######## block 1 ########
--- config.mk ---
export PLATFORM = sky130hd
export DESIGN_NAME = comfort_ramp_ctrl_flat
export DESIGN_NICKNAME = d
export VERILOG_FILES = /design/src/rtl/comfort_pkg.sv /design/src/rtl/comfort_ramp_ctrl_if.sv /design/src/rtl/comfort_ramp_ch.sv /design/src/rtl/comfort_ramp_ctrl.sv /design/src/flat_wrapper.sv
export SDC_FILE = /design/constraint.sdc
export NUM_CORES = 1
export LEC_CHECK = 0
export ABC_AREA = 1
export CAP_MARGIN = 20
export CORE_UTILIZATION = 30
export CTS_CLUSTER_DIAMETER = 200
export DETAILED_ROUTE_END_ITERATION = 10
export REMOVE_ABC_BUFFERS = 1
export SYNTH_ARGS = -nofsm -noshare
export SYNTH_HDL_FRONTEND = slang
export SYNTH_HIERARCHICAL = 1
export SYNTH_SLANG_ARGS = --single-unit
--- constraint.sdc ---
create_clock -name clk -period 5.75 [get_ports clk]
set_input_delay 0.8625 -clock clk [delete_from_list [all_inputs] [get_ports clk]]
set_output_delay 0.8625 -clock clk [all_outputs]
set_load 0.005 [all_outputs]
--- src/rtl/comfort_pkg.sv ---
// Shared types and arithmetic helpers for the comfort ramp controller.
// Contents:
//   ch_state_t  - per-channel FSM state encoding (IDLE/RAMP/HOLD)
//   abs_diff    - unsigned |a-b| computed without wrap
//   step_toward - one saturating step of cur toward tgt, never overshooting
// Helpers work at MAX_W bits; callers zero-extend DW-bit values (DW <= 31).
package comfort_pkg;

  localparam int unsigned MAX_W = 32;

  typedef enum logic [1:0] {
    IDLE = 2'd0,
    RAMP = 2'd1,
    HOLD = 2'd2
  } ch_state_t;

  // Larger minus smaller, so the result is always the true distance
  function automatic logic [MAX_W-1:0] abs_diff(input logic [MAX_W-1:0] a,
                                                input logic [MAX_W-1:0] b);
    return (a >= b) ? (a - b) : (b - a);
  endfunction

  // Upward sum kept one bit wider so cur+step cannot wrap before clamping
  function automatic logic [MAX_W-1:0] step_toward(input logic [MAX_W-1:0] cur,
                                                   input logic [MAX_W-1:0] tgt,
                                                   input logic [MAX_W-1:0] step);
    logic [MAX_W:0] sum;
    sum = {1'b0, cur} + {1'b0, step};
    if (cur < tgt)
      return (sum > {1'b0, tgt}) ? tgt : sum[MAX_W-1:0];
    else if (cur > tgt)
      return ((cur - tgt) <= step) ? tgt : (cur - step);
    else
      return cur;
  endfunction

endpackage

--- src/rtl/comfort_ramp_ctrl_if.sv ---
// Bus bundle between the home-automation core and the comfort controller.
// Signals:
//   pass_check  - access-granted level enable
//   ideal_flat  - per-channel ideal values, channel k at [k*DW +: DW]
//   sens_flat   - per-channel sensor readings, same packing
//   set_flat    - per-channel registered setpoints, same packing
//   busy        - channel k is ramping
//   at_target   - channel k is holding
//   any_busy    - OR of busy
// Modports: master (core side), slave (controller side).
interface comfort_ramp_ctrl_if #(
  parameter int unsigned NUM_CH = 2,
  parameter int unsigned DW     = 8
);
  logic                   pass_check;
  logic [NUM_CH*DW-1:0]   ideal_flat;
  logic [NUM_CH*DW-1:0]   sens_flat;
  logic [NUM_CH*DW-1:0]   set_flat;
  logic [NUM_CH-1:0]      busy;
  logic [NUM_CH-1:0]      at_target;
  logic                   any_busy;

  modport master (
    output pass_check, ideal_flat, sens_flat,
    input  set_flat, busy, at_target, any_busy
  );

  modport slave (
    input  pass_check, ideal_flat, sens_flat,
    output set_flat, busy, at_target, any_busy
  );
endinterface

--- src/rtl/comfort_ramp_ch.sv ---
// One comfort channel: IDLE/RAMP/HOLD FSM plus its setpoint register.
// Ports:
//   clk, rst_n   - clock, async active-low reset
//   tick         - shared prescaler step strobe
//   load         - pass_check rising edge: reload setpoint from sensor
//   enable       - pass_check level; low forces IDLE, setpoint kept
//   ideal, sens  - channel ideal value and sensor reading
//   o_set        - registered setpoint
//   o_busy       - registered, state is RAMP
//   o_at_target  - registered, state is HOLD
module comfort_ramp_ch
  import comfort_pkg::*;
#(
  parameter int unsigned DW        = 8,
  parameter int unsigned STEP_SIZE = 1,
  parameter int unsigned DEADBAND  = 0
) (
  input  logic          clk,
  input  logic          rst_n,
  input  logic          tick,
  input  logic          load,
  input  logic          enable,
  input  logic [DW-1:0] ideal,
  input  logic [DW-1:0] sens,
  output logic [DW-1:0] o_set,
  output logic          o_busy,
  output logic          o_at_target
);

  ch_state_t        r_state;
  logic [DW-1:0]    r_set;
  logic             r_busy;
  logic             r_at_target;
  logic [DW-1:0]    w_step;
  logic [MAX_W-1:0] w_diff;

  // Clamped result always lies between set and ideal, so it fits in DW bits
  assign w_step = DW'(step_toward(MAX_W'(r_set), MAX_W'(ideal), MAX_W'(STEP_SIZE)));
  assign w_diff = abs_diff(MAX_W'(ideal), MAX_W'(r_set));

  // Channel FSM; busy/at_target are updated alongside the state they decode
  always_ff @(posedge clk or negedge rst_n) begin
    if (!rst_n) begin
      r_state     <= IDLE;
      r_set       <= '0;
      r_busy      <= 1'b0;
      r_at_target <= 1'b0;
    end else if (!enable) begin
      r_state     <= IDLE;
      r_busy      <= 1'b0;
      r_at_target <= 1'b0;
    end else if (load) begin
      // Load takes priority over a coincident tick
      r_set <= sens;
      if (sens == ideal) begin
        r_state     <= HOLD;
        r_busy      <= 1'b0;
        r_at_target <= 1'b1;
      end else begin
        r_state     <= RAMP;
        r_busy      <= 1'b1;
        r_at_target <= 1'b0;
      end
    end else begin
      case (r_state)
        RAMP: begin
          if (tick) begin
            r_set <= w_step;
            if (w_step == ideal) begin
              r_state     <= HOLD;
              r_busy      <= 1'b0;
              r_at_target <= 1'b1;
            end
          end
        end
        HOLD: begin
          if (w_diff > MAX_W'(DEADBAND)) begin
            r_state     <= RAMP;
            r_busy      <= 1'b1;
            r_at_target <= 1'b0;
          end
        end
        default: begin
        end
      endcase
    end
  end

  assign o_set       = r_set;
  assign o_busy      = r_busy;
  assign o_at_target = r_at_target;

endmodule

--- src/rtl/comfort_ramp_ctrl.sv ---
// Multi-channel comfort controller: ramps each setpoint toward its ideal
// value while access is granted, then holds within a deadband.
// Ports:
//   clk, rst_n - clock, async active-low reset
//   bus        - comfort_ramp_ctrl_if.slave (pass_check, ideal/sens in,
//                set/busy/at_target/any_busy out)
module comfort_ramp_ctrl
  import comfort_pkg::*;
#(
  parameter int unsigned NUM_CH    = 2,
  parameter int unsigned DW        = 8,
  parameter int unsigned STEP_DIV  = 10,
  parameter int unsigned STEP_SIZE = 1,
  parameter int unsigned DEADBAND  = 0
) (
  input logic                 clk,
  input logic                 rst_n,
  comfort_ramp_ctrl_if.slave  bus
);

  localparam int unsigned CW = (STEP_DIV > 1) ? $clog2(STEP_DIV) : 1;

  logic                 r_pass_q;
  logic [CW-1:0]        r_presc;
  logic                 w_rise;
  logic                 w_tick;
  logic [NUM_CH*DW-1:0] w_set;
  logic [NUM_CH-1:0]    w_busy;
  logic [NUM_CH-1:0]    w_at_target;

  assign w_rise = bus.pass_check & ~r_pass_q;
  assign w_tick = (r_presc == CW'(STEP_DIV - 1));

  // Edge detect and shared prescaler; cleared while disabled and on the load cycle
  always_ff @(posedge clk or negedge rst_n) begin
    if (!rst_n) begin
      r_pass_q <= 1'b0;
      r_presc  <= '0;
    end else begin
      r_pass_q <= bus.pass_check;
      if (!bus.pass_check || w_rise || w_tick)
        r_presc <= '0;
      else
        r_presc <= r_presc + CW'(1);
    end
  end

  for (genvar k = 0; k < NUM_CH; k++) begin : g_ch
    comfort_ramp_ch #(
      .DW        (DW),
      .STEP_SIZE (STEP_SIZE),
      .DEADBAND  (DEADBAND)
    ) u_ch (
      .clk         (clk),
      .rst_n       (rst_n),
      .tick        (w_tick),
      .load        (w_rise),
      .enable      (bus.pass_check),
      .ideal       (bus.ideal_flat[k*DW +: DW]),
      .sens        (bus.sens_flat[k*DW +: DW]),
      .o_set       (w_set[k*DW +: DW]),
      .o_busy      (w_busy[k]),
      .o_at_target (w_at_target[k])
    );
  end

  assign bus.set_flat  = w_set;
  assign bus.busy      = w_busy;
  assign bus.at_target = w_at_target;
  assign bus.any_busy  = |w_busy;

endmodule

--- src/flat_wrapper.sv ---
// flat-port wrapper written by rule: the top's interface ports become plain ports
module comfort_ramp_ctrl_flat import comfort_pkg::*;
#(
  parameter int unsigned NUM_CH    = 2,
  parameter int unsigned DW        = 8,
  parameter int unsigned STEP_DIV  = 10,
  parameter int unsigned STEP_SIZE = 1,
  parameter int unsigned DEADBAND  = 0
)
  (clk, rst_n, bus_pass_check, bus_ideal_flat, bus_sens_flat, bus_set_flat, bus_busy, bus_at_target, bus_any_busy);
  comfort_ramp_ctrl_if #(.NUM_CH(NUM_CH), .DW(DW)) bus_i ();
  input logic clk;
  input logic rst_n;
  input wire logic [$bits(bus_i.pass_check)-1:0] bus_pass_check;
  input wire logic [$bits(bus_i.ideal_flat)-1:0] bus_ideal_flat;
  input wire logic [$bits(bus_i.sens_flat)-1:0] bus_sens_flat;
  output wire logic [$bits(bus_i.set_flat)-1:0] bus_set_flat;
  output wire logic [$bits(bus_i.busy)-1:0] bus_busy;
  output wire logic [$bits(bus_i.at_target)-1:0] bus_at_target;
  output wire logic [$bits(bus_i.any_busy)-1:0] bus_any_busy;
  assign bus_i.pass_check = bus_pass_check;
  assign bus_i.ideal_flat = bus_ideal_flat;
  assign bus_i.sens_flat = bus_sens_flat;
  assign bus_set_flat = bus_i.set_flat;
  assign bus_busy = bus_i.busy;
  assign bus_at_target = bus_i.at_target;
  assign bus_any_busy = bus_i.any_busy;
  comfort_ramp_ctrl #(.NUM_CH(NUM_CH), .DW(DW), .STEP_DIV(STEP_DIV), .STEP_SIZE(STEP_SIZE), .DEADBAND(DEADBAND)) u_core (.clk(clk), .rst_n(rst_n), .bus(bus_i));
endmodule
######## block 2 ########
$ cat config.mk
export PLATFORM = sky130hd
export DESIGN_NAME = uart_tx
export DESIGN_NICKNAME = d
export VERILOG_FILES = /design/src/rtl/uart_pkg.sv /design/src/rtl/uart_fifo.sv /design/src/rtl/uart_tx.sv
export SDC_FILE = /design/constraint.sdc
export NUM_CORES = 1
export LEC_CHECK = 0
export ABC_AREA = 1
export CORE_ASPECT_RATIO = 0.6
export CORE_UTILIZATION = 45
export DETAILED_ROUTE_END_ITERATION = 10
export GPL_ROUTABILITY_DRIVEN = 0
export PLACE_DENSITY = 0.67
export REMOVE_ABC_BUFFERS = 1
export SLEW_MARGIN = 20
export SYNTH_ARGS = -nofsm -noshare
export SYNTH_HDL_FRONTEND = slang
export SYNTH_SLANG_ARGS = --single-unit
$ cat constraint.sdc
create_clock -name clk_25mhz -period 7.49 [get_ports clk_25mhz]
set_input_delay 1.1235 -clock clk_25mhz [delete_from_list [all_inputs] [get_ports clk_25mhz]]
set_output_delay 1.1235 -clock clk_25mhz [all_outputs]
set_load 0.02 [all_outputs]
$ cat src/rtl/uart_pkg.sv
// Shared definitions for the UART transmitter: register map, STATUS bit
// positions, transmit FSM state type and the reset baud divisor.
package uart_pkg;

  localparam logic [1:0] REG_DATA   = 2'd0;
  localparam logic [1:0] REG_STATUS = 2'd1;
  localparam logic [1:0] REG_DIV    = 2'd2;
  localparam logic [1:0] REG_CTRL   = 2'd3;

  localparam int STAT_FULL  = 0;
  localparam int STAT_EMPTY = 1;
  localparam int STAT_BUSY  = 2;
  localparam int STAT_OVF   = 3;

  // 25 MHz / (216 + 1) is within 0.01% of 115200 baud.
  localparam logic [15:0] DIV_RESET_DEFAULT = 16'd216;

  typedef enum logic [1:0] {
    ST_IDLE  = 2'd0,
    ST_START = 2'd1,
    ST_DATA  = 2'd2,
    ST_STOP  = 2'd3
  } tx_state_e;

endpackage

$ cat src/rtl/uart_fifo.sv
// Byte-wide synchronous FIFO. A push into a full FIFO is accepted only when
// a pop happens in the same cycle; otherwise it is ignored.
module uart_fifo #(
  parameter int DEPTH = 16,
  parameter int AW    = $clog2(DEPTH)
) (
  input  logic          clk,
  input  logic          rst,
  input  logic          push,
  input  logic          pop,
  input  logic [7:0]    din,
  output logic [7:0]    dout,
  output logic          full,
  output logic          empty,
  output logic [AW:0]   count
);

  logic [7:0]    mem_q [DEPTH];
  logic [AW-1:0] wr_ptr_q, wr_ptr_d;
  logic [AW-1:0] rd_ptr_q, rd_ptr_d;
  logic [AW:0]   count_q, count_d;
  logic          do_push, do_pop;

  always_comb begin
    do_pop   = pop & (count_q != '0);
    do_push  = push & ((count_q != (AW+1)'(DEPTH)) | do_pop);
    wr_ptr_d = do_push ? wr_ptr_q + AW'(1) : wr_ptr_q;
    rd_ptr_d = do_pop ? rd_ptr_q + AW'(1) : rd_ptr_q;
    count_d  = count_q;
    case ({do_push, do_pop})
      2'b10:   count_d = count_q + (AW+1)'(1);
      2'b01:   count_d = count_q - (AW+1)'(1);
      default: count_d = count_q;
    endcase
  end

  always_ff @(posedge clk) begin
    if (rst) begin
      wr_ptr_q <= '0;
      rd_ptr_q <= '0;
      count_q  <= '0;
    end else begin
      wr_ptr_q <= wr_ptr_d;
      rd_ptr_q <= rd_ptr_d;
      count_q  <= count_d;
    end
  end

  always_ff @(posedge clk) begin
    if (do_push) mem_q[wr_ptr_q] <= din;
  end

  assign dout  = mem_q[rd_ptr_q];
  assign full  = (count_q == (AW+1)'(DEPTH));
  assign empty = (count_q == '0);
  assign count = count_q;

endmodule

$ cat src/rtl/uart_tx.sv
// Bus-mapped UART transmitter with FIFO and programmable baud divisor.
// Define UART_TX_IRQ_EN to build the CTRL.irq_en register and the irq_o output.
module uart_tx
  import uart_pkg::*;
#(
  parameter int          FIFO_DEPTH = 16,
  parameter logic [15:0] DIV_RESET  = DIV_RESET_DEFAULT
) (
  input  logic        clk_25mhz,
  input  logic        rst_i,
  input  logic [31:0] adr_i,
  input  logic [31:0] dat_i,
  input  logic [3:0]  sel_i,
  input  logic        we_i,
  input  logic        stb_i,
  output logic        ack_o,
  output logic [31:0] dat_o,
  output logic        tx,
  output logic        irq_o,
  output tx_state_e   dbg_state_o
);

  localparam int AW = $clog2(FIFO_DEPTH);

  // Bus handshake: an access starts on the first cycle stb_i is seen high;
  // ack_o follows one cycle later for exactly one cycle, and a strobe held
  // past its ack does not start another access until it drops.
  logic        stb_seen_q, ack_q;
  logic [31:0] dat_q, dat_d, rd_word, status_word, ctrl_word;
  logic        access, wr_acc, push_req;
  logic [1:0]  reg_idx;
  logic [15:0] div_q, div_d;
  logic        ovf_q, ovf_d;

  tx_state_e   state_q, state_d;
  logic [15:0] baud_q, baud_d;
  logic [2:0]  bit_idx_q, bit_idx_d;
  logic [7:0]  shift_q, shift_d;
  logic        tx_q, tx_d, bit_end;

  logic        fifo_pop, fifo_full, fifo_empty;
  logic [7:0]  fifo_dout;
  logic [AW:0] fifo_count;

  logic unused_bits;
  assign unused_bits = ^{adr_i[31:4], adr_i[1:0], dat_i[31:16], sel_i[3:2]};

  assign reg_idx = adr_i[3:2];

  uart_fifo #(.DEPTH(FIFO_DEPTH)) u_fifo (
    .clk   (clk_25mhz),
    .rst   (rst_i),
    .push  (push_req),
    .pop   (fifo_pop),
    .din   (dat_i[7:0]),
    .dout  (fifo_dout),
    .full  (fifo_full),
    .empty (fifo_empty),
    .count (fifo_count)
  );

  always_comb begin
    access   = stb_i & ~stb_seen_q;
    wr_acc   = access & we_i;
    push_req = wr_acc & (reg_idx == REG_DATA) & sel_i[0];

    div_d = div_q;
    if (wr_acc && reg_idx == REG_DIV) begin
      if (sel_i[0]) div_d[7:0]  = dat_i[7:0];
      if (sel_i[1]) div_d[15:8] = dat_i[15:8];
    end

    ovf_d = ovf_q;
    if (push_req && fifo_full && !fifo_pop) ovf_d = 1'b1;
    if (wr_acc && reg_idx == REG_STATUS && sel_i[0] && dat_i[STAT_OVF]) ovf_d = 1'b0;

    status_word             = '0;
    status_word[STAT_FULL]  = fifo_full;
    status_word[STAT_EMPTY] = fifo_empty;
    status_word[STAT_BUSY]  = (state_q != ST_IDLE);
    status_word[STAT_OVF]   = ovf_q;
    status_word[15:8]       = 8'(fifo_count);

    case (reg_idx)
      REG_STATUS: rd_word = status_word;
      REG_DIV:    rd_word = {16'd0, div_q};
      REG_CTRL:   rd_word = ctrl_word;
      default:    rd_word = '0;
    endcase
    dat_d = (access && !we_i) ? rd_word : '0;
  end

  // Every bit lasts baud+1 cycles: baud is loaded from DIV as the bit starts
  // and the bit ends on the cycle it reads zero.
  always_comb begin
    state_d   = state_q;
    baud_d    = baud_q;
    bit_idx_d = bit_idx_q;
    shift_d   = shift_q;
    tx_d      = tx_q;
    fifo_pop  = 1'b0;
    bit_end   = (baud_q == 16'd0);
    if (state_q != ST_IDLE && !bit_end) baud_d = baud_q - 16'd1;
    unique case (state_q)
      ST_IDLE: begin
        if (!fifo_empty) begin
          fifo_pop = 1'b1;
          shift_d  = fifo_dout;
          baud_d   = div_q;
          tx_d     = 1'b0;
          state_d  = ST_START;
        end
      end
      ST_START: begin
        if (bit_end) begin
          tx_d      = shift_q[0];
          shift_d   = {1'b0, shift_q[7:1]};
          bit_idx_d = 3'd0;
          baud_d    = div_q;
          state_d   = ST_DATA;
        end
      end
      ST_DATA: begin
        if (bit_end) begin
          baud_d = div_q;
          if (bit_idx_q == 3'd7) begin
            tx_d    = 1'b1;
            state_d = ST_STOP;
          end else begin
            tx_d      = shift_q[0];
            shift_d   = {1'b0, shift_q[7:1]};
            bit_idx_d = bit_idx_q + 3'd1;
          end
        end
      end
      ST_STOP: begin
        if (bit_end) begin
          if (!fifo_empty) begin
            fifo_pop = 1'b1;
            shift_d  = fifo_dout;
            baud_d   = div_q;
            tx_d     = 1'b0;
            state_d  = ST_START;
          end else begin
            tx_d    = 1'b1;
            state_d = ST_IDLE;
          end
        end
      end
      default: state_d = ST_IDLE;
    endcase
  end

  always_ff @(posedge clk_25mhz) begin
    if (rst_i) begin
      stb_seen_q <= 1'b0;
      ack_q      <= 1'b0;
      dat_q      <= '0;
      div_q      <= DIV_RESET;
      ovf_q      <= 1'b0;
      state_q    <= ST_IDLE;
      baud_q     <= '0;
      bit_idx_q  <= '0;
      shift_q    <= '0;
      tx_q       <= 1'b1;
    end else begin
      stb_seen_q <= stb_i;
      ack_q      <= access;
      dat_q      <= dat_d;
      div_q      <= div_d;
      ovf_q      <= ovf_d;
      state_q    <= state_d;
      baud_q     <= baud_d;
      bit_idx_q  <= bit_idx_d;
      shift_q    <= shift_d;
      tx_q       <= tx_d;
    end
  end

`ifdef UART_TX_IRQ_EN
  logic irq_en_q, irq_en_d, irq_q, irq_d;

  always_comb begin
    irq_en_d = irq_en_q;
    if (wr_acc && reg_idx == REG_CTRL && sel_i[0]) irq_en_d = dat_i[0];
    irq_d = irq_en_q & fifo_empty & (state_q == ST_IDLE);
  end

  always_ff @(posedge clk_25mhz) begin
    if (rst_i) begin
      irq_en_q <= 1'b0;
      irq_q    <= 1'b0;
    end else begin
      irq_en_q <= irq_en_d;
      irq_q    <= irq_d;
    end
  end

  assign irq_o     = irq_q;
  assign ctrl_word = {31'd0, irq_en_q};
`else
  assign irq_o     = 1'b0;
  assign ctrl_word = '0;
`endif

  assign ack_o       = ack_q;
  assign dat_o       = dat_q;
  assign tx          = tx_q;
  assign dbg_state_o = state_q;

endmodule
######## block 3 ########
===== src/rtl/serial_tx_pkg.sv =====
// Shared types and helpers for the serial transmit sequencer.
package serial_tx_pkg;

    typedef enum logic [1:0] {
        IDLE   = 2'd0,
        SHIFT  = 2'd1,
        PARITY = 2'd2,
        GAP    = 2'd3
    } state_t;

    localparam int DEFAULT_WIDTH = 16;

    // Ceiling log2; returns 0 for n<=1.
    function automatic int clog2(input int n);
        int r;
        r = 0;
        for (int i = 0; i < 31; i++) begin
            if ((1 << i) < n) r = i + 1;
        end
        return r;
    endfunction

endpackage


===== src/rtl/serial_tx_shift_core.sv =====
// WIDTH-bit circular register: loads on 'load', otherwise rotates left every cycle.
module serial_tx_shift_core
    import serial_tx_pkg::*;
#(
    parameter int WIDTH = DEFAULT_WIDTH
) (
    input  logic             clock,
    input  logic             load,
    input  logic [WIDTH-1:0] load_in,
    output logic             shift_out
);

    logic [WIDTH-1:0] r_shreg;

    // No reset here: the sequencer forces a load of zero while in reset.
    always_ff @(posedge clock) begin
        if (load) r_shreg <= load_in;
        else      r_shreg <= {r_shreg[WIDTH-2:0], r_shreg[WIDTH-1]};
    end

    assign shift_out = r_shreg[WIDTH-1];

endmodule


===== src/rtl/serial_tx_sequencer.sv =====
// Serializes parallel words MSB-first with frame flags and a frame counter.
// Optional even-parity bit per frame when SERIAL_TX_PARITY_EN is defined.
module serial_tx_sequencer
    import serial_tx_pkg::*;
#(
    parameter int WIDTH      = DEFAULT_WIDTH,
    parameter int GAP_CYCLES = 1
) (
    input  logic             clock,
    input  logic             reset,
    input  logic [WIDTH-1:0] load_in,
    input  logic             in_valid,
    output logic             in_ready,
    output logic             shift_out,
    output logic             bit_valid,
    output logic             frame_start,
    output logic             frame_done,
    output logic             busy,
    output logic [7:0]       frames_sent
);

    localparam int CW = clog2(WIDTH);
    localparam int GW = (clog2(GAP_CYCLES + 1) < 1) ? 1 : clog2(GAP_CYCLES + 1);
    localparam logic [CW-1:0] LAST_BIT = CW'(WIDTH - 1);
    localparam logic [GW-1:0] LAST_GAP = GW'((GAP_CYCLES > 0) ? GAP_CYCLES - 1 : 0);

    state_t           r_state;
    state_t           w_next;
    logic [CW-1:0]    r_bit_cnt;
    logic [GW-1:0]    r_gap_cnt;
    logic [7:0]       r_frames;
    logic             w_handshake;
    logic             w_core_bit;
    logic             w_core_load;
    logic [WIDTH-1:0] w_core_data;
`ifdef SERIAL_TX_PARITY_EN
    logic             r_parity;
    logic             w_sel_par;
`endif

    assign w_handshake = in_valid & in_ready;
    assign w_core_load = reset | w_handshake;
    assign w_core_data = reset ? '0 : load_in;

    serial_tx_shift_core #(.WIDTH(WIDTH)) u_core (
        .clock     (clock),
        .load      (w_core_load),
        .load_in   (w_core_data),
        .shift_out (w_core_bit)
    );

    always_ff @(posedge clock) begin
        if (reset) r_state <= IDLE;
        else       r_state <= w_next;
    end

    always_ff @(posedge clock) begin
        if (reset) begin
            r_bit_cnt <= '0;
            r_gap_cnt <= '0;
            r_frames  <= '0;
`ifdef SERIAL_TX_PARITY_EN
            r_parity  <= 1'b0;
`endif
        end else begin
            if (w_handshake) begin
                r_bit_cnt <= '0;
`ifdef SERIAL_TX_PARITY_EN
                r_parity  <= ^load_in;
`endif
            end else if (r_state == SHIFT) begin
                r_bit_cnt <= r_bit_cnt + 1'b1;
            end
            if (r_state == GAP) r_gap_cnt <= r_gap_cnt + 1'b1;
            else                r_gap_cnt <= '0;
            if (frame_done) r_frames <= r_frames + 8'd1;
        end
    end

    always_comb begin
        w_next      = r_state;
        in_ready    = 1'b0;
        bit_valid   = 1'b0;
        frame_start = 1'b0;
        frame_done  = 1'b0;
`ifdef SERIAL_TX_PARITY_EN
        w_sel_par   = 1'b0;
`endif
        case (r_state)
            IDLE: begin
                in_ready = 1'b1;
                if (in_valid) w_next = SHIFT;
            end
            SHIFT: begin
                bit_valid   = 1'b1;
                frame_start = (r_bit_cnt == '0);
                if (r_bit_cnt == LAST_BIT) begin
`ifdef SERIAL_TX_PARITY_EN
                    w_next = PARITY;
`else
                    frame_done = 1'b1;
                    w_next     = (GAP_CYCLES > 0) ? GAP : IDLE;
`endif
                end
            end
            PARITY: begin
`ifdef SERIAL_TX_PARITY_EN
                bit_valid  = 1'b1;
                w_sel_par  = 1'b1;
                frame_done = 1'b1;
                w_next     = (GAP_CYCLES > 0) ? GAP : IDLE;
`else
                w_next = IDLE;
`endif
            end
            GAP: begin
                if (r_gap_cnt == LAST_GAP) w_next = IDLE;
            end
            default: w_next = IDLE;
        endcase
    end

    // After WIDTH rotations the core holds the word again, so it can idle-rotate freely.
`ifdef SERIAL_TX_PARITY_EN
    assign shift_out = bit_valid & (w_sel_par ? r_parity : w_core_bit);
`else
    assign shift_out = bit_valid & w_core_bit;
`endif
    assign busy        = (r_state != IDLE);
    assign frames_sent = r_frames;

endmodule


===== config.mk =====
export PLATFORM = sky130hd
export DESIGN_NAME = serial_tx_sequencer
export DESIGN_NICKNAME = d
export VERILOG_FILES = /design/src/rtl/serial_tx_pkg.sv /design/src/rtl/serial_tx_shift_core.sv /design/src/rtl/serial_tx_sequencer.sv
export SDC_FILE = /design/constraint.sdc
export NUM_CORES = 1
export LEC_CHECK = 0
export ABC_AREA = 0
export CORE_ASPECT_RATIO = 0.6
export CORE_MARGIN = 5
export CORE_UTILIZATION = 26
export CTS_BUF_LIST = sky130_fd_sc_hd__clkbuf_4
export DETAILED_ROUTE_END_ITERATION = 8
export DONT_BUFFER_PORTS = 1
export PLACE_DENSITY_LB_ADDON = 0.05
export REMOVE_ABC_BUFFERS = 1
export SYNTH_ARGS = -nofsm -noshare
export SYNTH_HDL_FRONTEND = slang
export SYNTH_HIERARCHICAL = 1
export SYNTH_SLANG_ARGS = --single-unit
export TNS_END_PERCENT = 50

===== constraint.sdc =====
create_clock -name clock -period 1.7 [get_ports clock]
set_input_delay 0.34 -clock clock [delete_from_list [all_inputs] [get_ports clock]]
set_output_delay 0.34 -clock clock [all_outputs]
set_load 0.05 [all_outputs]

######## block 4 ########
[config.mk]
export PLATFORM = sky130hd
export DESIGN_NAME = multi_tick_generator
export DESIGN_NICKNAME = d
export VERILOG_FILES = /design/src/rtl/tick_gen_pkg.sv /design/src/rtl/tick_channel.sv /design/src/rtl/multi_tick_generator.sv
export SDC_FILE = /design/constraint.sdc
export NUM_CORES = 1
export LEC_CHECK = 0
export CORE_AREA = 2 2 171 173
export DETAILED_ROUTE_END_ITERATION = 6
export DIE_AREA = 0 0 173 175
export PLACE_DENSITY = 0.72
export SLEW_MARGIN = 0
export SYNTH_ARGS = -nofsm -noshare
export SYNTH_HDL_FRONTEND = slang
export SYNTH_SLANG_ARGS = --single-unit
[constraint.sdc]
create_clock -name clk -period 6.19 [get_ports clk]
set_input_delay 0.9285 -clock clk [delete_from_list [all_inputs] [get_ports clk]]
set_output_delay 0.9285 -clock clk [all_outputs]
set_load 0.005 [all_outputs]
[src/rtl/tick_gen_pkg.sv]
// Shared definitions for the multi-channel tick generator: channel modes and width helpers.
package tick_gen_pkg;

    typedef enum logic {
        MODE_PERIODIC = 1'b0,
        MODE_ONESHOT  = 1'b1
    } mode_e;

    // Counter width able to hold every value 0..max_period.
    function automatic int unsigned cnt_width(input int unsigned max_period);
        return $clog2(max_period + 1);
    endfunction

    // Channel index width, never narrower than one bit.
    function automatic int unsigned idx_width(input int unsigned num_ch);
        return (num_ch > 1) ? $clog2(num_ch) : 1;
    endfunction

endpackage

[src/rtl/tick_channel.sv]
// One programmable tick channel: period/mode/counter/busy state and strobe generation.
// Optional macro TICK_PHASE_EN adds a start-phase load value for the counter.
module tick_channel
    import tick_gen_pkg::*;
#(
    parameter int unsigned CNT_W          = 26,
    parameter int unsigned DEFAULT_PERIOD = 50_000_000
) (
    input  logic             clk,
    input  logic             reset,
    input  logic             we,
    input  logic             start,
    input  logic             adv_en,
    input  logic [CNT_W-1:0] cfg_period,
    input  logic             cfg_mode,
`ifdef TICK_PHASE_EN
    input  logic [CNT_W-1:0] cfg_phase,
`endif
    output logic             tick,
    output logic             busy
);

    logic [CNT_W-1:0] period;
    logic [CNT_W-1:0] period_nxt;
    logic [CNT_W-1:0] counter;
    logic [CNT_W-1:0] counter_nxt;
    logic [CNT_W-1:0] load_period;
    logic [CNT_W-1:0] load_val;
    logic [CNT_W-1:0] last;
    mode_e            mode;
    mode_e            mode_nxt;
    logic             busy_nxt;
    logic             tick_nxt;
    logic             adv;

    assign last = period - CNT_W'(1);
    assign adv  = adv_en & busy & (period != '0);

    // Counter value applied on a write or re-arm; a write uses the incoming period.
    always_comb begin
        load_period = we ? cfg_period : period;
        load_val    = '0;
`ifdef TICK_PHASE_EN
        if (load_period != '0) begin
            if (cfg_phase > load_period - CNT_W'(1)) begin
                load_val = load_period - CNT_W'(1);
            end else begin
                load_val = cfg_phase;
            end
        end
`else
        load_val = '0;
`endif
    end

    // Next-state: configuration access overrides any advance on the same edge.
    always_comb begin
        period_nxt  = period;
        mode_nxt    = mode;
        counter_nxt = counter;
        busy_nxt    = busy;
        tick_nxt    = 1'b0;
        if (we || start) begin
            if (we) begin
                period_nxt = cfg_period;
                mode_nxt   = mode_e'(cfg_mode);
            end
            if (start) begin
                busy_nxt = 1'b1;
            end
            counter_nxt = load_val;
        end else if (adv) begin
            if (counter == last) begin
                counter_nxt = '0;
                tick_nxt    = 1'b1;
                if (mode == MODE_ONESHOT) begin
                    busy_nxt = 1'b0;
                end
            end else begin
                counter_nxt = counter + CNT_W'(1);
            end
        end
    end

    always_ff @(posedge clk) begin
        if (reset) begin
            period  <= CNT_W'(DEFAULT_PERIOD);
            mode    <= MODE_PERIODIC;
            counter <= '0;
            busy    <= 1'b1;
            tick    <= 1'b0;
        end else begin
            period  <= period_nxt;
            mode    <= mode_nxt;
            counter <= counter_nxt;
            busy    <= busy_nxt;
            tick    <= tick_nxt;
        end
    end

endmodule

[src/rtl/multi_tick_generator.sv]
// NUM_CH independent programmable tick generators with shared enable and config port.
// Optional macro TICK_PHASE_EN adds the cfg_phase input for staggered channel starts.
module multi_tick_generator
    import tick_gen_pkg::*;
#(
    parameter  int unsigned NUM_CH         = 4,
    parameter  int unsigned MAX_PERIOD     = 50_000_000,
    parameter  int unsigned DEFAULT_PERIOD = 50_000_000,
    localparam int unsigned CNT_W          = cnt_width(MAX_PERIOD),
    localparam int unsigned CH_W           = idx_width(NUM_CH)
) (
    input  logic              clk,
    input  logic              reset,
    input  logic              enable,
    input  logic [NUM_CH-1:0] ch_en,
    input  logic              cfg_we,
    input  logic              cfg_start,
    input  logic [CH_W-1:0]   cfg_ch,
    input  logic [CNT_W-1:0]  cfg_period,
    input  logic              cfg_mode,
`ifdef TICK_PHASE_EN
    input  logic [CNT_W-1:0]  cfg_phase,
`endif
    output logic [NUM_CH-1:0] tick,
    output logic [NUM_CH-1:0] busy
);

    localparam logic [CNT_W-1:0] MAX_P = CNT_W'(MAX_PERIOD);

    logic [CNT_W-1:0]  sat_period;
    logic [NUM_CH-1:0] we_dec;
    logic [NUM_CH-1:0] start_dec;
    logic [NUM_CH-1:0] adv_en;

    assign sat_period = (cfg_period > MAX_P) ? MAX_P : cfg_period;

    // Out-of-range indices match no channel, so those accesses are dropped.
    for (genvar i = 0; i < NUM_CH; i++) begin : g_ch
        assign we_dec[i]    = cfg_we    & (cfg_ch == CH_W'(i));
        assign start_dec[i] = cfg_start & (cfg_ch == CH_W'(i));
        assign adv_en[i]    = enable    & ch_en[i];

        tick_channel #(
            .CNT_W          (CNT_W),
            .DEFAULT_PERIOD (DEFAULT_PERIOD)
        ) u_channel (
            .clk        (clk),
            .reset      (reset),
            .we         (we_dec[i]),
            .start      (start_dec[i]),
            .adv_en     (adv_en[i]),
            .cfg_period (sat_period),
            .cfg_mode   (cfg_mode),
`ifdef TICK_PHASE_EN
            .cfg_phase  (cfg_phase),
`endif
            .tick       (tick[i]),
            .busy       (busy[i])
        );
    end

endmodule


==> gallery <==
Metal 3.
(a)
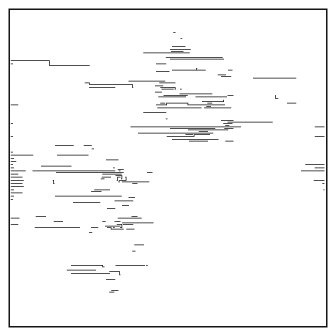
(b)
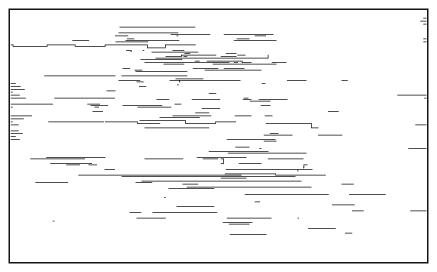
(c)
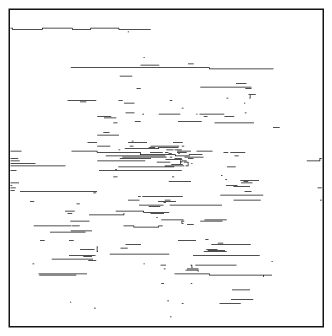
(d)
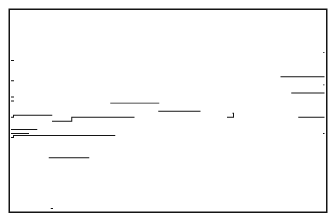
block 2: (b)
block 1: (a)
block 3: (d)
block 4: (c)

Figure 1. Nets reached from selected ports (block 3).
Bar = 20 um.
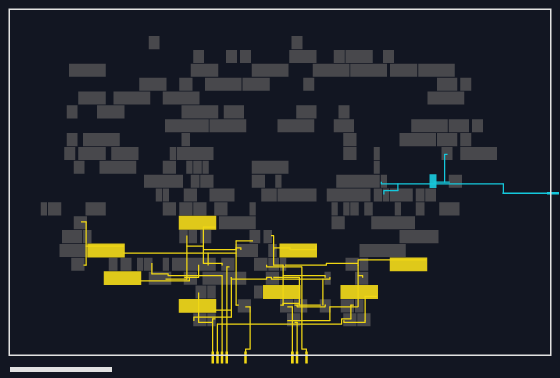
- yellow: frames_sent (bits 8; direction output; end cells 8; wire 435 um)
- cyan: bit_valid (bits 1; direction output; end cells 1; wire 48.3 um)

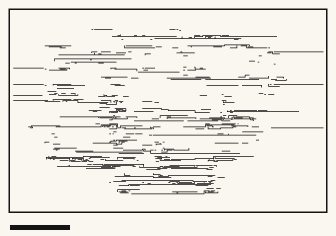
Figure 2: block 3, M1 wires.
Bar = 20 um.
- nets with wire on the layer: 162
- longest straight run: 34.5 um

==> impl_metrics.yaml, block 3 <==
# generated from flow reports
status:
  status: "complete, no violations"
floorplanning:
  ios: 33
  core_area_um2: 5470
  fp.dieW_um: 106
clocking:
  cts_tree: "built"
  clockBufferDepth: 2
  clock_latency_ns: 0.32
  htree_levels: 2
  cts-resized-gates: 16
logic_synthesis:
  ys.flops: 31
  flop_cell: "dfxtp_1"
  avgSynthCellArea_um2: 10.5
  ys_sh_xor: 0.00609
  top_logic_kind: "simple AND/OR/NAND/NOR gates"
  yosys_area_um2: 1440
  yosys_cells: 137
  synthArstFlopShare: 0
final_layout:
  comb_share: 0.446
  dominant_cells: "logic gates"
  fin_cells: 226
  nNetsFinal: 178
  final_core_util: 0.321
  comb_cells: 94
  area_growth_pct: 22.1
  regArea_um2: 636
grt:
  grt_antenna_before_repair: 0
  grt_pass1_wl_um: 5020
final_timing:
  tns_ns: 0
  finalClockSkew_ns: 0.00248
  period_needed_ns: 1.67
  setup_viol: 0
drt:
  vias_per_cell: 4.46
  dr.max_layer_used: "met4"
  wl_met3_um: 177
hold_path:
  worstHoldStart: "reset"
flow_run:
  cap_viol_max_count: 0
power_and_ir_drop:
  power.density_nw_per_um2: 775
  ir_worst_vdd_v: 0.000213
critical_path:
  crit_end: "frame_done"
  critPathArrivalTime_ns: 1.33
[block 3: power by group]
| group | total, mW | switching [mW] | internal, mW | leakage (nW) |
|---|---|---|---|---|
| clock | 0.411 | 0.242 | 0.169 | 0.0307 |
| sequential | 0.778 | 0.0158 | 0.762 | 0.258 |
| combinational | 0.171 | 0.0796 | 0.0917 | 0.500 |
| total | 1.36 | 0.337 | 1.02 | 0.789 |
[block 3: critical path, cell delays in order, from the launching register on]
cell and delay, ns:
dfxtp_2 0.36, buf_4 0.14, nand3b_4 0.21, nor2_4 0.14
buf_8 0.15
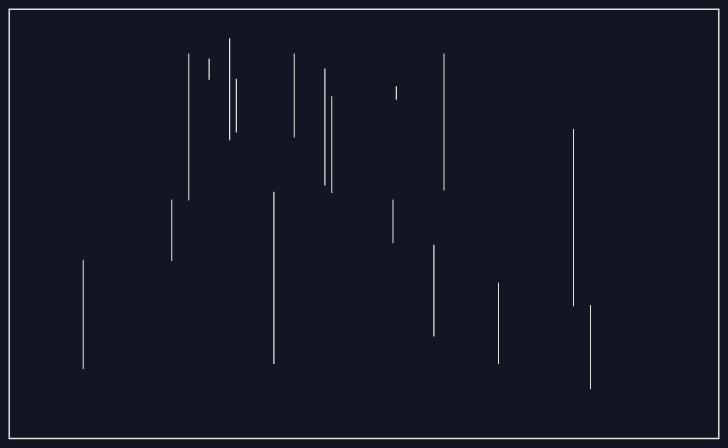
Figure 3: block 2, met4 routing.
- longest straight run: 47.6 um
- nets with wire on the layer: 10

==> impl_metrics.yaml, block 2 <==
# generated from flow reports
drt:
  wl_met2_um: 9420
  wl_met1_um: 12600
  drt-pass1-iter-count: 5
  dr.max_layer_used: "met4"
  drc: 0
  detail-route-antenna-nets: 0
grt:
  grt_antenna_before_repair: 0
  grt_max_degree: 66
  busiest_layer: "met1"
  met2_usage: 0.296
  overflow: 0
  grt_util_met1: 0.369
  grt_pass1_vias: 6771
  grt_use_total: 0.225
final_timing:
  drv_slew: 0
  hold_viol: 0
  setup_viol: 0
  tns_ns: 0
power_and_ir_drop:
  ir_worst_vdd_v: 0.000176
  finalPower_mw: 3.99
  leakage_nw: 4.01
critical_path:
  r2r_start: "dbg_state_o[0]$_SDFFE_PP0P_"
  r2r-end: "u_fifo.count[4]$_SDFFE_PP0P_"
  crit_end: "u_fifo.count[4]$_SDFFE_PP0P_"
  path_delay_family: "adder cells"
  crit_chain: "ha_1 -> inv_1 -> o21ai_4 -> nand3_4 -> nand2_1 -> nand2_1 -> ha_1 -> xor2_1 -> ha_1 -> inv_1 -> nand2_1 -> nand2_1 -> o21ai_0 -> a21oi_1 -> o21ai_0 -> o21ai_0 -> a21oi_1"
  startpoint: "dbg_state_o[0]$_SDFFE_PP0P_"
  rrSetupSlack_ns: 3.60
  critPathArrivalTime_ns: 4.34
logic_synthesis:
  avgSynthCellArea_um2: 9.04
  top_logic_kind: "simple AND/OR/NAND/NOR gates"
  yosysTopAreaCellShare: 0.397
  yosys_area_um2: 9680
  synth_cell_types: 41
  ys_seq_share: 0.567
  synth-edff-count: 128
  syn_inst: 1071
  synth.cellmix.simpleShare: 0.191
  adder_share: 0.0246
clocking:
  htree_levels: 1
  numCtsBuffers: 20
  cts_hold_buf: 0
  cts_setup_buffers: 0
  clockBufferDepth: 3
final_layout:
  comb_cells: 733
  fin_area_um2: 10900
  final_core_util: 0.519
  layout_top_cell: "nand2_1"
  ff_count: 210
  dominant_cells: "sequential cells"
  area_growth_pct: 12.8
  regArea_um2: 5490
  logic_area_um2: 3630
floorplanning:
  fp.dieW_um: 191
  die_h_um: 116
placement:
  place_area_um2: 10200
status:
  status: "complete, no violations"
[block 2: flip-flops by register name (all words and copies together), names as in the netlist, named ones only]
name and cells:
u_fifo.mem_q 128, baud_q 16, dat_o 16, div_q 16
shift_q 8, u_fifo.count 5, u_fifo.rd_ptr_q 4, u_fifo.wr_ptr_q 4
bit_idx_q 3, dbg_state_o 2, ack_o 1, ovf_q 1
stb_seen_q 1, tx 1
[block 2: power breakdown]
group	total [mW]	leakage, nW	switching (mW)	internal, mW
Combinational	1.56	1.87	1.08	0.483
Sequential	1.36	1.82	0.0674	1.30
Clock	1.07	0.329	0.442	0.624
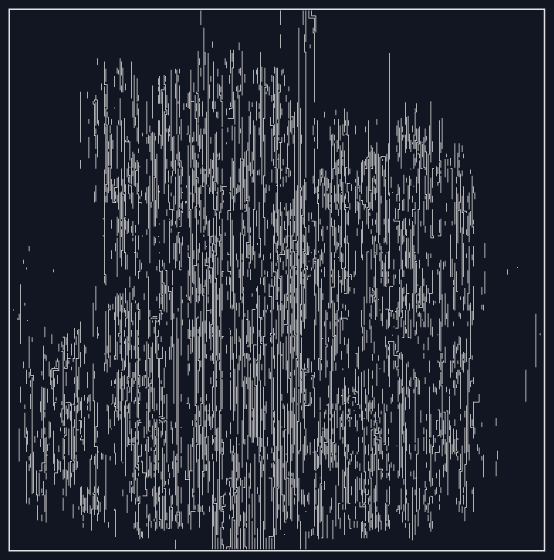
Figure 4: block 4, signal wires on met2.
- share of all routed wire: 45%
- longest straight run: 73.6 um

==> impl_metrics.yaml, block 4 <==
# generated from flow reports
status:
  status: "complete, no violations"
drt:
  vias: 11351
final_timing:
  worst_pin_slew_ns: 1.00
  holdWs_ns: 0.456
  fmax_ghz: 0.255
power_and_ir_drop:
  ir_worst_vdd_v: 0.000182
  finalPower_mw: 3.31
  pwr.group.sequential_mw: 1.50
critical_path:
  startpoint: "g_ch[1].u_channel.period[4]$_SDFFE_PP0P_"
  path_buffers: 0
final_layout:
  layout_top_cell: "dfxtp_1"
  n_fill_cell: 2780
  logic_area_um2: 7740
hold_path:
  min_path_type: "register to register"
logic_synthesis:
  ys.flops: 220
placement:
  dp.cells: 1955
clocking:
  cts_root_buffer: "clkbuf_16"
-- block 4: kinds of logic after synthesis --
family	Yosys count	share of synthesized area
and+or+nand+nor	780	0.305
AOI/OAI and AO/OA	236	0.129
xor gates and xnor gates	226	0.157
DFF	220	0.347
buffers and inverters	126	0.0437
muxes	13	0.0105
adders and majority gates	9	0.00867
-- block 4: flip-flops by register name (all words and copies together) (netlist names) --
| name | flops |
|---|---|
| g_ch.u_channel.tick | 4 |
| g_ch.u_channel.mode | 4 |
| g_ch.u_channel.busy | 4 |
| g_ch.u_channel.period | 104 |
| g_ch.u_channel.counter | 104 |
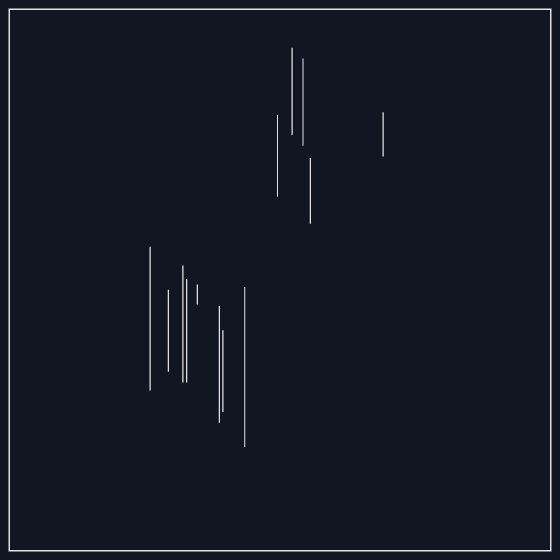
Figure 5: block 1, met4 routing.
- wire length on this layer: 297 um
- main direction: vertical
- nets with wire on the layer: 12
- share of all routed wire: 1.7%

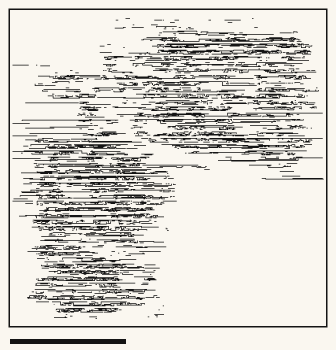
Figure 6: block 1, M1 wires.
Bar = 50 um.
- main direction: horizontal
- nets with wire on the layer: 955
- longest straight run: 41.4 um
- wire length on this layer: 8,200 um
- share of all routed wire: 48%

==> impl_metrics.yaml, block 1 <==
# generated from flow reports
critical_path:
  critPathMaxFanout: 9
  start_kind: "input port"
  cp.required_ns: 5.90
  max_stage_delay_ns: 0.66
  reg2reg_depth: 24
  worst-setup-path-type: "input port to register"
  crit_top_cell: "nand2_1"
drt:
  wl_met3_um: 1080
  vias_per_cell: 5.15
  wl_met2_um: 7610
  drc: 0
  wl_met1_um: 8200
logic_synthesis:
  ys_warn_count: 6
  synthesis.area_um2: 5430
  adder_share: 0.148
  top_logic_kind: "simple AND/OR/NAND/NOR gates"
  netlist_top_cells_count: "nand2_1, inv_1, nand3_1"
  post-synth-top-area-cell: "nand2_1"
  synth.cellmix.simpleShare: 0.423
  synthTopCellsByArea: "nand2_1, ha_1, dfrtp_1, nand3_1, inv_1"
  synth-edff-count: 0
  syn_inst: 893
  synthArstFlopShare: 1.00
  yosys_area_um2: 5430
  avgSynthCellArea_um2: 6.08
clocking:
  cts_setup_buffers: 0
status:
  status: "complete, no violations"
grt:
  grt_util_met1: 0.269
  grt_pass1_vias: 5480
  met2_usage: 0.299
final_timing:
  hold_viol: 0
floorplanning:
  floorplan.core_util: 0.310
  fp.dieArea_um2: 18600
  row_count: 48
final_layout:
  inv_count: 141
  nNetsFinal: 1041
  regArea_um2: 626
  ff_count: 25
  signal_buffers: 58
hold_path:
  min_path_type: "register to register"
  whs_path_depth: 1
block 1: flip-flops by register name, summed over array words and instances (netlist names):
signal and flops:
u_core/g_ch.u_ch/o_set 16, u_core/r_presc 4, u_core/g_ch.u_ch/r_state 4, u_core/r_pass_q 1
block 1: report_power, final:
part / total, mW / internal, mW / leakage, nW / switching, mW
sequential: 0.408 / 0.240 / 0.310 / 0.168
combinational: 2.81 / 1.01 / 2.99 / 1.79
clock: 0.154 / 0.0947 / 0.0382 / 0.0598
total: 3.37 / 1.35 / 3.34 / 2.02

######## block 5 ########
Figure 7. M1 wires (block 5).
Bar = 50 um.
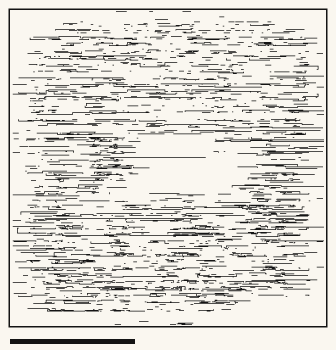
Figure 8. Signal wires on met2 (block 5).
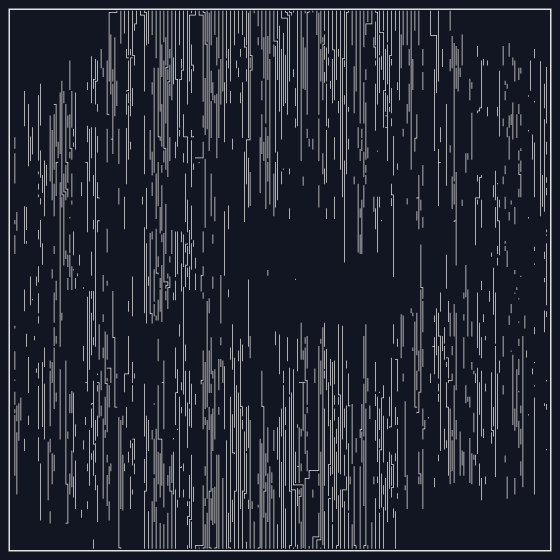
<file path="config.mk">
export PLATFORM = sky130hd
export DESIGN_NAME = pipe_mem_port_arbiter
export DESIGN_NICKNAME = d
export VERILOG_FILES = /design/src/rtl/pipe_mem_port_arbiter.sv
export SDC_FILE = /design/constraint.sdc
export NUM_CORES = 1
export LEC_CHECK = 0
export ABC_CLOCK_PERIOD_IN_PS = 2300
export CAP_MARGIN = 20
export CORE_MARGIN = 3
export CORE_UTILIZATION = 42
export DETAILED_ROUTE_END_ITERATION = 12
export GPL_TIMING_DRIVEN = 0
export HOLD_SLACK_MARGIN = 0.08
export PLACE_DENSITY = 0.78
export SYNTH_ARGS = -nofsm -noshare
export SYNTH_HDL_FRONTEND = slang
export SYNTH_SLANG_ARGS = --single-unit
</file>
<file path="constraint.sdc">
create_clock -name clock -period 2.3 [get_ports clock]
set_clock_uncertainty 0.1 [all_clocks]
set_input_delay 0.46 -clock clock [delete_from_list [all_inputs] [get_ports clock]]
set_output_delay 0.46 -clock clock [all_outputs]
set_load 0.03 [all_outputs]
</file>
<file path="src/rtl/pipe_mem_port_arbiter.sv">
// pipe_mem_port_arbiter
// Sequences one shared, variable-latency memory port between the IF stage
// (instruction fetch) and the MEM stage (load/store). Data accesses have fixed
// priority over fetches because MEM holds the older instruction. Stall outputs
// freeze the pipeline until the owning request reaches its DONE cycle.
//
// Optional feature: define ARB_TIMEOUT_EN to abort a transfer after TIMEOUT
// cycles without bus_ack. An aborted transfer returns zero read data and sets
// the sticky bus_err flag. Without the macro the FSM waits for bus_ack
// indefinitely and bus_err is tied low.

module pipe_mem_port_arbiter #(
    parameter int ADDR_W  = 32,
    parameter int DATA_W  = 32,
    parameter int TIMEOUT = 15
) (
    input  logic              clock,
    input  logic              resetn,
    // IF stage
    input  logic              if_req,
    input  logic [ADDR_W-1:0] if_addr,
    output logic [DATA_W-1:0] if_rdata,
    output logic              if_done,
    // MEM stage (EX/MEM register outputs)
    input  logic              mm2reg,
    input  logic              mwmem,
    input  logic [ADDR_W-1:0] malu,
    input  logic [DATA_W-1:0] mb,
    output logic [DATA_W-1:0] m_rdata,
    output logic              m_done,
    // pipeline control
    output logic              stall_if,
    output logic              stall_mem,
    // unified memory/IO bus
    output logic              bus_en,
    output logic              bus_we,
    output logic [ADDR_W-1:0] bus_addr,
    output logic [DATA_W-1:0] bus_wdata,
    input  logic [DATA_W-1:0] bus_rdata,
    input  logic              bus_ack,
    output logic              bus_err
);

    typedef enum logic [2:0] {
        IDLE,
        DATA,
        INST,
        DONE_D,
        DONE_I
    } state_t;

    state_t state;
    logic   data_req;
    logic   timed_out;
    logic   abort;

    assign data_req = mm2reg | mwmem;

    // The pipeline only sees "done" in the DONE cycle, so stalls drop there.
    assign stall_mem = data_req & (state != DONE_D);
    assign stall_if  = stall_mem | (if_req & (state != DONE_I));

    // A timeout only aborts when the bus did not answer in that same cycle.
    assign abort = timed_out & ~bus_ack;

`ifdef ARB_TIMEOUT_EN
    localparam int CNT_W = (TIMEOUT < 2) ? 1 : $clog2(TIMEOUT);

    logic [CNT_W-1:0] wait_cnt;
    logic             err_q;

    // The TIMEOUT-th wait cycle is the one where the counter shows TIMEOUT-1.
    assign timed_out = (state == DATA || state == INST) &&
                       (wait_cnt == CNT_W'(TIMEOUT - 1));
    assign bus_err   = err_q;

    // Wait-cycle counter, cleared on every entry into DATA/INST, and sticky error.
    always_ff @(posedge clock or negedge resetn) begin
        if (!resetn) begin
            wait_cnt <= '0;
            err_q    <= 1'b0;
        end else begin
            if (state == IDLE) begin
                wait_cnt <= '0;
            end else if ((state == DATA || state == INST) && !bus_ack) begin
                wait_cnt <= wait_cnt + 1'b1;
            end
            if (abort) begin
                err_q <= 1'b1;
            end
        end
    end
`else
    assign timed_out = 1'b0;
    assign bus_err   = 1'b0;
`endif

    // Arbitration FSM with registered bus outputs, read data and done pulses.
    always_ff @(posedge clock or negedge resetn) begin
        if (!resetn) begin
            state     <= IDLE;
            bus_en    <= 1'b0;
            bus_we    <= 1'b0;
            bus_addr  <= '0;
            bus_wdata <= '0;
            if_rdata  <= '0;
            m_rdata   <= '0;
            if_done   <= 1'b0;
            m_done    <= 1'b0;
        end else begin
            // NOTE: non-blocking defaults here make the done flags one-cycle
            // pulses; the DATA/INST branches override them on completion.
            if_done <= 1'b0;
            m_done  <= 1'b0;
            case (state)
                IDLE: begin
                    if (data_req) begin
                        bus_en    <= 1'b1;
                        bus_we    <= mwmem;
                        bus_addr  <= malu;
                        bus_wdata <= mb;
                        state     <= DATA;
                    end else if (if_req) begin
                        bus_en   <= 1'b1;
                        bus_we   <= 1'b0;
                        bus_addr <= if_addr;
                        state    <= INST;
                    end
                end
                DATA: begin
                    if (bus_ack || abort) begin
                        bus_en  <= 1'b0;
                        bus_we  <= 1'b0;
                        m_rdata <= (bus_ack && !bus_we) ? bus_rdata : '0;
                        m_done  <= 1'b1;
                        state   <= DONE_D;
                    end
                end
                INST: begin
                    if (bus_ack || abort) begin
                        bus_en   <= 1'b0;
                        bus_we   <= 1'b0;
                        if_rdata <= bus_ack ? bus_rdata : '0;
                        if_done  <= 1'b1;
                        state    <= DONE_I;
                    end
                end
                DONE_D:  state <= IDLE;
                DONE_I:  state <= IDLE;
                default: state <= IDLE;
            endcase
        end
    end

endmodule

</file>
==> impl_metrics.yaml <==
# generated from flow reports
status:
  status: "complete, no violations"
final_layout:
  fin_area_um2: 9790
clocking:
  cts_root_buffer: "clkbuf_16"
  path_clk_slew_ns: 0.05
  numCtsBuffers: 17
  clock_latency_ns: 0.41
  cts_hold_buf: 1
grt:
  overflow: 0
power_and_ir_drop:
  maxPowerGroup: "combinational logic"
  power.density_nw_per_um2: 1590
floorplanning:
  fp.dieArea_um2: 16000
  ios: 269
  floorplan.core_util: 0.436
final_timing:
  period_needed_ns: 2.18
logic_synthesis:
  synthArstFlopShare: 1.00
placement:
  place_hpwl_um: 12200
About Figure 7:
- nets with wire on the layer: 722
- wire length on this layer: 6,530 um

About Figure 8:
- wire length on this layer: 8,290 um
- nets with wire on the layer: 760

-- registers in the layout (all words and copies together), names as in the netlist --
signal	cells
m_rdata	32
bus_en	1
if_rdata	32
if_done	1
state	3
bus_wdata	32
bus_we	1
bus_addr	32
m_done	1
-- area by class of cell --
cell class / instances / area [um^2] / area share
buffer: 28 / 285 / 0.0291
clock buffer: 20 / 447 / 0.0456
clock inverter: 12 / 270 / 0.0276
inverter: 4 / 15.0 / 0.00153
multi-input combinational: 248 / 2460 / 0.251
sequential: 135 / 3380 / 0.345
tap: 180 / 225 / 0.0230
timing repair buffer: 270 / 2710 / 0.277


## Gallery

Signal wires on met2.
panel A
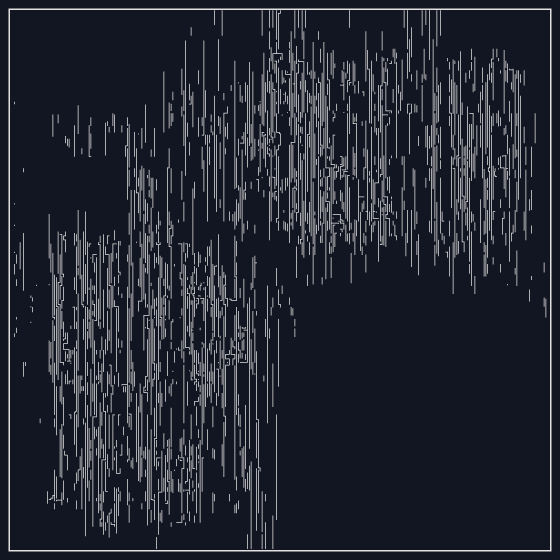
panel B
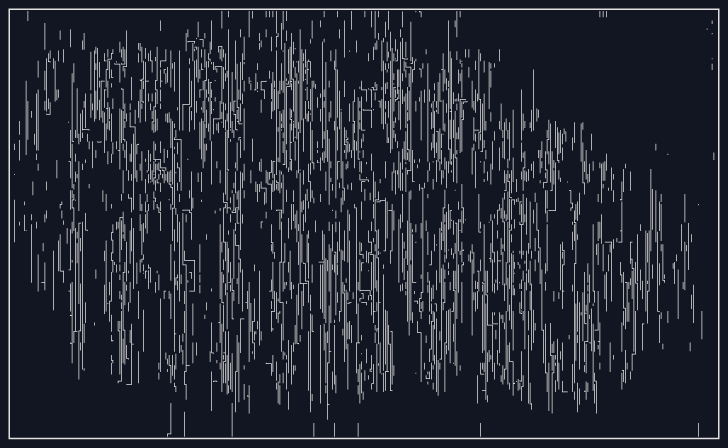
panel C
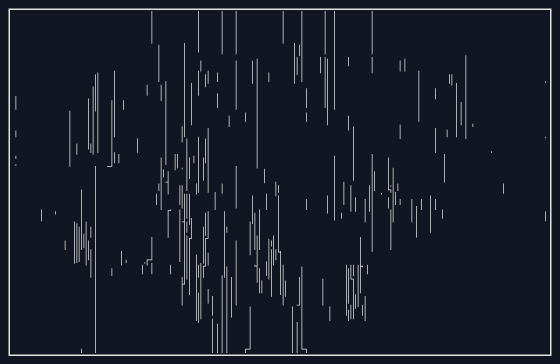
panel C: block 3
panel B: block 2
panel A: block 1

Key to panel A:
- longest straight run: 38.1 um
- share of all routed wire: 44%
- wire length on this layer: 7,610 um
- nets with wire on the layer: 777

Power is estimated from default activity; no workload was simulated.
